# block 1

### Routing congestion map, block 1

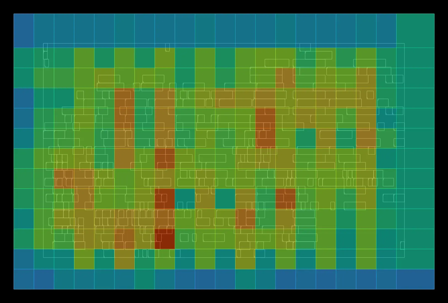

File: src/rtl/maf_issue_sched.sv
// maf_issue_sched: two-requester MAF issue scheduler with packed pairing (MAF_PAIR_EN), class-switch bubbles, credit-tracked completions.
// Latency: accept -> issue_valid 1 cycle; accept -> done_valid LATENCY+1 cycles through an empty completion FIFO.
// Backpressure: grants stall at zero credit; credit returns on each completion pop (done_valid && done_ready).

module maf_fifo #(
    parameter int W     = 8,
    parameter int DEPTH = 4
) (
    input  logic         clk,
    input  logic         rst,
    input  logic         push_vld,
    input  logic [W-1:0] push_dat,
    input  logic         pop_rdy,
    output logic         head_vld,
    output logic [W-1:0] head_dat
);
    localparam int AW = (DEPTH > 1) ? $clog2(DEPTH) : 1;

    logic [W-1:0]  mem [DEPTH];
    logic [AW-1:0] wr_ptr, rd_ptr;
    logic [AW:0]   count;
    logic          do_pop;

    assign head_vld = (count != '0);
    assign head_dat = mem[rd_ptr];
    assign do_pop   = pop_rdy && head_vld;

    // Head is read combinationally, so push+pop on a full FIFO is safe.
    always_ff @(posedge clk) begin
        if (rst) begin
            wr_ptr <= '0;
            rd_ptr <= '0;
            count  <= '0;
        end else begin
            if (push_vld) begin
                mem[wr_ptr] <= push_dat;
                wr_ptr      <= wr_ptr + 1'b1;
            end
            if (do_pop)
                rd_ptr <= rd_ptr + 1'b1;
            count <= count + {{AW{1'b0}}, push_vld} - {{AW{1'b0}}, do_pop};
        end
    end
endmodule

module maf_issue_sched #(
    parameter int TAG_W      = 4,
    parameter int LATENCY    = 6,
    parameter int FIFO_DEPTH = 4,
    parameter int SWITCH_GAP = 2
) (
    input  logic             clk,
    input  logic             rst,
    input  logic             req0_valid,
    output logic             req0_ready,
    input  logic [2:0]       req0_cont,
    input  logic [TAG_W-1:0] req0_tag,
    input  logic             req1_valid,
    output logic             req1_ready,
    input  logic [2:0]       req1_cont,
    input  logic [TAG_W-1:0] req1_tag,
    output logic             issue_valid,
    output logic [2:0]       cont,
    output logic [1:0]       issue_mask,
    output logic [TAG_W-1:0] issue_tag0,
    output logic [TAG_W-1:0] issue_tag1,
    output logic             done_valid,
    input  logic             done_ready,
    output logic [1:0]       done_mask,
    output logic [TAG_W-1:0] done_tag0,
    output logic [TAG_W-1:0] done_tag1,
    output logic             busy
);
    typedef struct packed {
        logic [1:0]       mask;
        logic [TAG_W-1:0] tag0;
        logic [TAG_W-1:0] tag1;
    } op_t;

    typedef enum logic {RUN = 1'b0, SWITCH = 1'b1} state_t;

    localparam int CW = $clog2(FIFO_DEPTH + 1);
    localparam int GW = $clog2(SWITCH_GAP + 1);

    state_t            state_q, state_d;
    logic [GW-1:0]     gap_q;
    logic              last_class_q;   // 1 = packed
    logic              rr_q;
    logic [CW-1:0]     credit_q;
    logic [LATENCY-1:0] pv_q;
    op_t               pipe_q [LATENCY];
    logic [2:0]        cont_q;
    logic              busy_q;

    logic cls0, cls1, pipe_empty, cand0, cand1, pick1, chosen_cls;
    logic g0, g1, pair, do_switch, accept, pair_ok, pop, head_vld;
    op_t        issue_d, head_dat;
    logic [2:0] cont_d;

    function automatic logic is_packed(input logic [2:0] c);
        return !((c == 3'b000) || (c == 3'b010));
    endfunction

    assign cls0       = is_packed(req0_cont);
    assign cls1       = is_packed(req1_cont);
    assign pipe_empty = (pv_q == '0);
    assign cand0      = req0_valid && ((cls0 == last_class_q) || pipe_empty);
    assign cand1      = req1_valid && ((cls1 == last_class_q) || pipe_empty);
    assign pick1      = cand1 && (!cand0 || rr_q);
    assign chosen_cls = pick1 ? cls1 : cls0;

    always_comb begin
        pair_ok = 1'b0;
`ifdef MAF_PAIR_EN
        pair_ok = req0_valid && req1_valid && cls0 && cls1 && (req0_cont == req1_cont);
`endif
    end

    always_ff @(posedge clk) begin
        if (rst) begin
            state_q      <= RUN;
            gap_q        <= '0;
            last_class_q <= 1'b0;
        end else begin
            state_q <= state_d;
            if (do_switch) begin
                gap_q        <= GW'(SWITCH_GAP);
                last_class_q <= chosen_cls;
            end else if (state_q == SWITCH) begin
                gap_q <= gap_q - 1'b1;
            end
        end
    end

    always_comb begin
        state_d = state_q;
        case (state_q)
            RUN:     if (do_switch) state_d = SWITCH;
            SWITCH:  if (gap_q <= GW'(1)) state_d = RUN;
            default: state_d = RUN;
        endcase
    end

    always_comb begin
        g0        = 1'b0;
        g1        = 1'b0;
        pair      = 1'b0;
        do_switch = 1'b0;
        if (!rst && (state_q == RUN) && (cand0 || cand1)) begin
            if (chosen_cls != last_class_q) begin
                do_switch = 1'b1;
            end else if (credit_q != '0) begin
                if (pair_ok) begin
                    pair = 1'b1;
                    g0   = 1'b1;
                    g1   = 1'b1;
                end else if (pick1) begin
                    g1 = 1'b1;
                end else begin
                    g0 = 1'b1;
                end
            end
        end
    end

    assign req0_ready = g0;
    assign req1_ready = g1;
    assign accept     = g0 || g1;

    always_comb begin
        issue_d = '0;
        cont_d  = '0;
        if (pair) begin
            issue_d.mask = 2'b11;
            issue_d.tag0 = req0_tag;
            issue_d.tag1 = req1_tag;
            cont_d       = req0_cont;
        end else if (accept) begin
            issue_d.mask = chosen_cls ? 2'b01 : 2'b11;
            issue_d.tag0 = g1 ? req1_tag : req0_tag;
            cont_d       = g1 ? req1_cont : req0_cont;
        end
    end

    // Stage 0 of the pipe doubles as the registered issue outputs.
    always_ff @(posedge clk) begin
        if (rst) begin
            pv_q     <= '0;
            cont_q   <= '0;
            rr_q     <= 1'b0;
            credit_q <= CW'(FIFO_DEPTH);
            busy_q   <= 1'b0;
            for (int k = 0; k < LATENCY; k++) pipe_q[k] <= '0;
        end else begin
            pv_q[0]   <= accept;
            pipe_q[0] <= issue_d;
            cont_q    <= cont_d;
            for (int k = 1; k < LATENCY; k++) begin
                pv_q[k]   <= pv_q[k-1];
                pipe_q[k] <= pipe_q[k-1];
            end
            rr_q     <= rr_q ^ (accept && !pair);
            credit_q <= credit_q - CW'(accept) + CW'(pop);
            busy_q   <= !pipe_empty || head_vld || (state_q == SWITCH);
        end
    end

    maf_fifo #(.W($bits(op_t)), .DEPTH(FIFO_DEPTH)) u_done_fifo (
        .clk      (clk),
        .rst      (rst),
        .push_vld (pv_q[LATENCY-1]),
        .push_dat (pipe_q[LATENCY-1]),
        .pop_rdy  (done_ready),
        .head_vld (head_vld),
        .head_dat (head_dat)
    );

    assign pop         = head_vld && done_ready;
    assign issue_valid = pv_q[0];
    assign cont        = cont_q;
    assign issue_mask  = pipe_q[0].mask;
    assign issue_tag0  = pipe_q[0].tag0;
    assign issue_tag1  = pipe_q[0].tag1;
    assign done_valid  = head_vld;
    assign done_mask   = head_vld ? head_dat.mask : '0;
    assign done_tag0   = head_vld ? head_dat.tag0 : '0;
    assign done_tag1   = head_vld ? head_dat.tag1 : '0;
    assign busy        = busy_q;
endmodule

File: config.mk
export PLATFORM = sky130hd
export DESIGN_NAME = maf_issue_sched
export DESIGN_NICKNAME = d
export VERILOG_FILES = /design/src/rtl/maf_issue_sched.sv
export SDC_FILE = /design/constraint.sdc
export NUM_CORES = 1
export LEC_CHECK = 0
export CAP_MARGIN = 0
export CORE_ASPECT_RATIO = 0.6
export CORE_MARGIN = 10
export CORE_UTILIZATION = 35
export DETAILED_ROUTE_END_ITERATION = 10
export GPL_ROUTABILITY_DRIVEN = 0
export GPL_TIMING_DRIVEN = 1
export PLACE_DENSITY_LB_ADDON = 0.2
export SYNTH_ARGS = -nofsm -noshare
export SYNTH_HDL_FRONTEND = slang
export SYNTH_SLANG_ARGS = --single-unit
export TNS_END_PERCENT = 30
File: constraint.sdc
create_clock -name clk -period 3.1 [get_ports clk]
set_input_delay 0.31 -clock clk [delete_from_list [all_inputs] [get_ports clk]]
set_output_delay 0.31 -clock clk [all_outputs]
set_load 0.01 [all_outputs]
# block 2

### src/rtl/mux2_ne_1.sv
// 2:1 selector with combinational result, enable-loaded registered copy, and saturating select-toggle counter.
// Latency: dalja 0 cycles; dalja_q/valid_q/toggles 1 cycle.
// Backpressure: none, the block is always ready.
module mux2_ne_1 #(
    parameter int WIDTH = 1,
    parameter int CNT_W = 8
) (
    input  logic             clk,
    input  logic             reset,
    input  logic [WIDTH-1:0] hyrja1,
    input  logic [WIDTH-1:0] hyrja2,
    input  logic             sinjali,
    input  logic             en,
    output logic [WIDTH-1:0] dalja,
    output logic [WIDTH-1:0] dalja_q,
    output logic             valid_q,
    output logic [CNT_W-1:0] toggles
);

    localparam logic [CNT_W-1:0] CNT_MAX = '1;

    logic sel_hist;

    // Ternary keeps an X select visible as X in simulation without a latch.
    assign dalja = sinjali ? hyrja2 : hyrja1;

    always_ff @(posedge clk) begin
        if (reset) begin
            dalja_q  <= '0;
            valid_q  <= 1'b0;
            toggles  <= '0;
            sel_hist <= 1'b0;
        end else begin
            if (en) begin
                dalja_q <= dalja;
                valid_q <= 1'b1;
            end
            sel_hist <= sinjali;
            if ((sinjali != sel_hist) && (toggles != CNT_MAX))
                toggles <= toggles + CNT_W'(1);
        end
    end

endmodule

### config.mk
export PLATFORM = sky130hd
export DESIGN_NAME = mux2_ne_1
export DESIGN_NICKNAME = d
export VERILOG_FILES = /design/src/rtl/mux2_ne_1.sv
export SDC_FILE = /design/constraint.sdc
export NUM_CORES = 1
export LEC_CHECK = 0
export CAP_MARGIN = 30
export CORE_AREA = 2 2 39 41
export CTS_CLUSTER_SIZE = 28
export DETAILED_ROUTE_END_ITERATION = 16
export DIE_AREA = 0 0 41 43
export HOLD_SLACK_MARGIN = 0.06
export PLACE_DENSITY = 0.68
export SLEW_MARGIN = 5
export SYNTH_ARGS = -nofsm -noshare
export SYNTH_HDL_FRONTEND = slang
export SYNTH_SLANG_ARGS = --single-unit
### constraint.sdc
create_clock -name clk -period 2.6 [get_ports clk]
set_input_delay 0.39 -clock clk [delete_from_list [all_inputs] [get_ports clk]]
set_output_delay 0.39 -clock clk [all_outputs]
set_load 0.02 [all_outputs]
### Wiring by layer, block 2

Bar = 10 um. Two of the layers only.
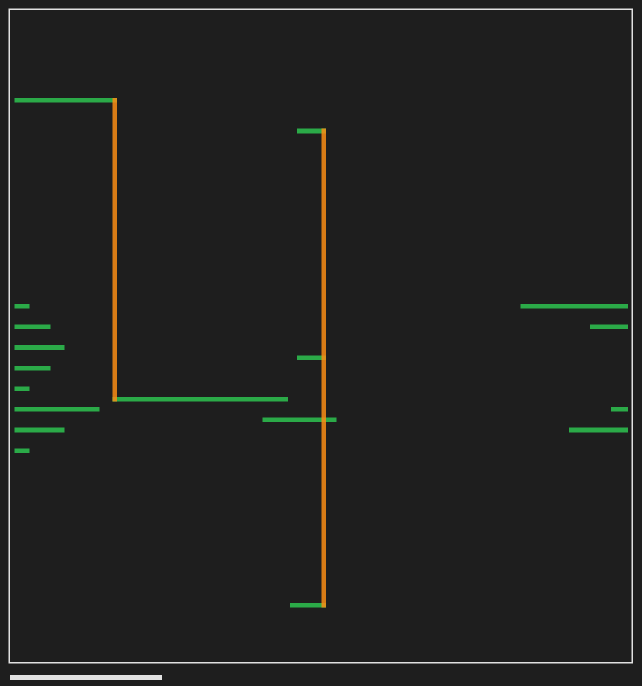
[green] M3 | wire length: 58.4 um
[orange] M4 | wire length: 51.0 um
Total GRT Usage: 16.6%
DRT Wirelength: 1.12 mm

### Wiring heat map, block 2

The die is cut into 8 by 9 equal tiles; white is low, dark blue is high, scaled to the fullest tile. Values are wire area over tile area, all layers added.
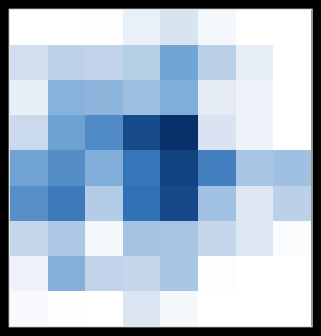
tiles over half the peak: 19%
mean over tiles: 0.11
fullest tile: 0.38
densest ninth of the die: middle
nearly empty tiles: 24%
emptiest ninth of the die: bottom right
vias after detailed routing: 477
WL/cell: 12.5 um

==> reports/metrics.cfg, block 2 <==
[outcome]
status=finished clean

[power]
leakagePower_nw=0.239
power_density_nw_per_um2=527

[timing]
fin_crit_sh_pct=85.9
max_freq_ghz=0.448

[finish]
final_nets=82
final_cell_count_no_fill=90

[synth]
ff_type=dfxtp_1
fp_nets=62
ys_sh_aoi_pct=9.41
syn_area_per_cell_sq_um=8.94
ys_area_sq_um=492
async_reset_ff_share_pct=0
ys_sh_adder_pct=2.54

[clock_network]
postCtsResizedCells=0

[grt]
grt_pass1_vias=450
grt_pass1_wl_mm=1.89

[detailed_routing]
detail_route.vias_per_cell=5.30

[placement]
dp_slack_ps=360
numPlacedInstances=86

[floorplan]
die_w_um=41

[min_path]
min_to=valid_q

block 2: worst max-delay path by stage:
| stage | slack (ps) | cells past startpoint | endpoint |
|---|---|---|---|
| floorplan | 1040 | 5 | toggles[1] |
| global placement | 380 | 3 | dalja |
| detailed placement | 360 | 3 | dalja |
| CTS | 360 | 3 | dalja |
| global route | 330 | 3 | dalja |
| finish | 370 | 3 | dalja |
block 2: flip-flops by register name (all words and copies together), names as in the netlist:
register / count
sel_hist: 1
valid_q: 1
toggles: 8
dalja_q: 1
block 2: layer usage:
metal  global-route usage [%]  part of all wire [%]  vias up
li1                         -                     -      240
met5                        0                     0        -
met3                     3.14                   5.2        5
met4                     16.0                   4.5        0
met1                     19.9                    45      214
met2                     23.1                    45       18
block 2: final cells by class:
type                    instances  area share, %
multi-input cells              43           38.6
flip-flops and latches         11           31.7
repair buffers                 16           23.1
clock buffers                   4           3.78
well taps                      16           2.88
block 2: per-stage QoR:
step / area, sq um / hold WS (ps)
final: 694 / 477
after global routing: 694 / 519
after CTS: 694 / 484
after detailed placement: 668 / 465
after global placement: 668 / 455
after floorplan: 492 / 462
block 2: worst min-delay path: stages, from the launching register on:
cell	delay, ps
dfxtp_1	330
nor2_1	50
nor2_1	70
### Wiring heat map, block 1

The die is cut into 29 by 19 equal tiles; white is low, dark blue is high, scaled to the fullest tile. Values are wire area over tile area, all layers added.
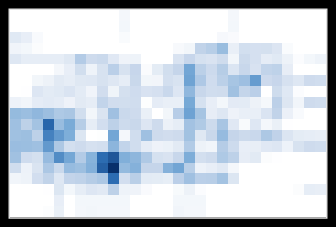
densest ninth of the die: left middle
tiles over half the peak: 3.3%
nearly empty tiles: 36%
mean over tiles: 0.074
fullest tile: 0.54
emptiest ninth of the die: bottom right
vias after detailed routing: 2,010
WL/cell: 14.0 um
DRT Wirelength: 6.09 mm
Total GRT Usage: 9.63%

Notes on 'Routing congestion map' of block 1 above:
post-route core utilization: 44.2%
Most Used Layer, Global Route: met2
met1 usage: 12.0%
met2 usage: 13.2%
GR Util met3: 5.46%

==> reports/metrics.cfg, block 1 <==
[outcome]
status=finished clean

[worst_setup_path]
required_ps=2790
crit_type=flip-flop to output port
worstSetupEndpointType=output port
cp_max_fo=7

[clock_network]
cts_hold_buf=0
clkLatencyLatePin_ps=330
cts.sinks=81

[finish]
final_area_sq_um=4020
area_delta_synth_final_pct=24.1
num_antenna_cells=0

[timing]
relSlewSlack_pct=64.5
setup-tns-final_ps=0

[synth]
xor_area_share_pct=2.17
top_cells_by_count=dfxtp_1, nor2b_1, edfxtp_1, buf_4, nor2_1
synth-edff-count=24
ys_area_sq_um=3230

[floorplan]
fp_util_pct=35.6

[detailed_routing]
drtPass1Iterations=4

[grt]
overflow=0

[placement]
dp_hpwl_mm=4.22

## block 1: worst max path at each step
stage	start	endpoint	cells after the start
2_1_floorplan	pipe_q[0][58]	credit_q[2]	12
3_3_place_gp	req0_cont[0]	credit_q[2]	12
3_5_place_dp	req0_cont[0]	credit_q[2]	12
4_1_cts	pipe_q[0][58]	req1_ready	5
5_1_grt	req1_cont[0]	req1_ready	8
6_report	pipe_q[0][58]	req1_ready	5
## block 1: cell type report
| class | count | area (sq um) | area share, % |
|---|---|---|---|
| timing repair buffer | 45 | 433 | 10.8 |
| inverter | 13 | 48.8 | 1.22 |
| clock inverter | 7 | 77.6 | 1.93 |
| tap | 116 | 145 | 3.61 |
| sequential | 81 | 1860 | 46.4 |
| clock buffer | 9 | 225 | 5.61 |
| multi-input combinational | 163 | 1220 | 30.4 |
## block 1: registers in the layout, indices dropped and copies added (netlist names), 2 cells and up, named ones only
register and count:
pv_q 5, u_done_fifo.wr_ptr 2, pipe_q 31, u_done_fifo.count 3, u_done_fifo.rd_ptr 2, credit_q 3, cont 3, gap_q 2
u_done_fifo.mem 24
## block 1: what timing repair did
action                     4_1_cts  5_1_grt
resized                          0        5
buffers inserted                 0        3
setup endpoints to repair        0        1

## Gallery

The metal 1 layer.
Plate I
Bar = 50 um.
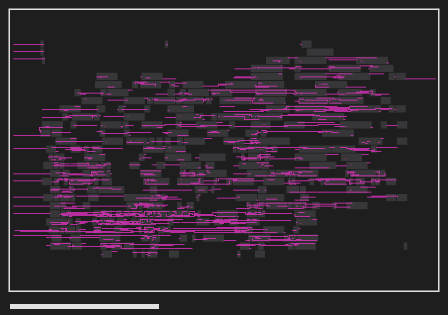
Plate II
Bar = 10 um.
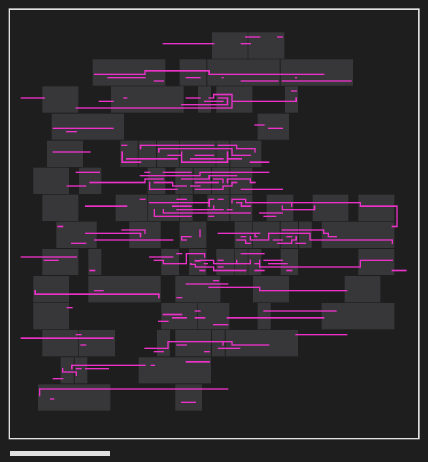
- largest die: Plate I
Block 1 is Plate I.
Block 2 is Plate II.



==> layout pictures side by side <==
Close-up of the layout.
(a)
Bar = 5 um. Region (21, 22) to (41, 42) um. Cells in gray, sequential cells in the stronger gray; small squares are vias.
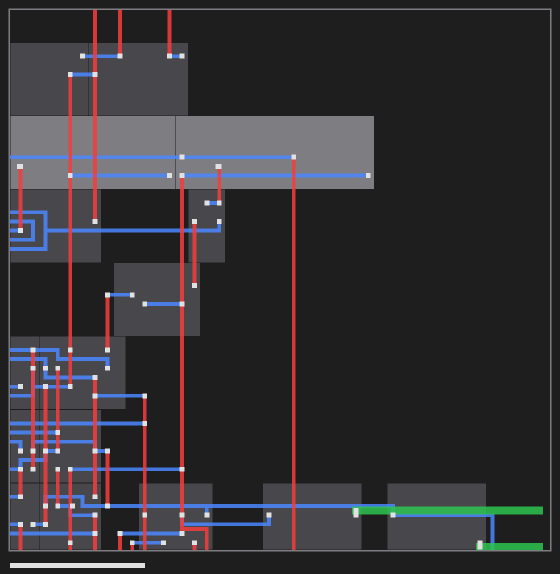
(b)
Bar = 5 um. Region (98, 61) to (118, 81) um. Cells in gray, sequential cells in the stronger gray; small squares are vias.
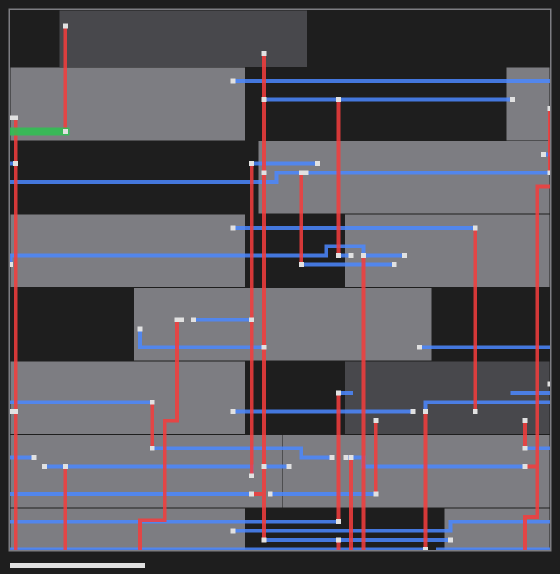
(a) is block 2.
(b) is block 1.
The one with the largest die is (b).

Key to (b):
[green] M3
[blue] M1
[red] M2
cells with their middle in the window: 11
most frequent: edfxtp_1 (9), mux4_2 (1), clkbuf_16 (1)
netlist names of flops here include: `u_done_fifo.mem` (9)
sequential cells in the window: 9

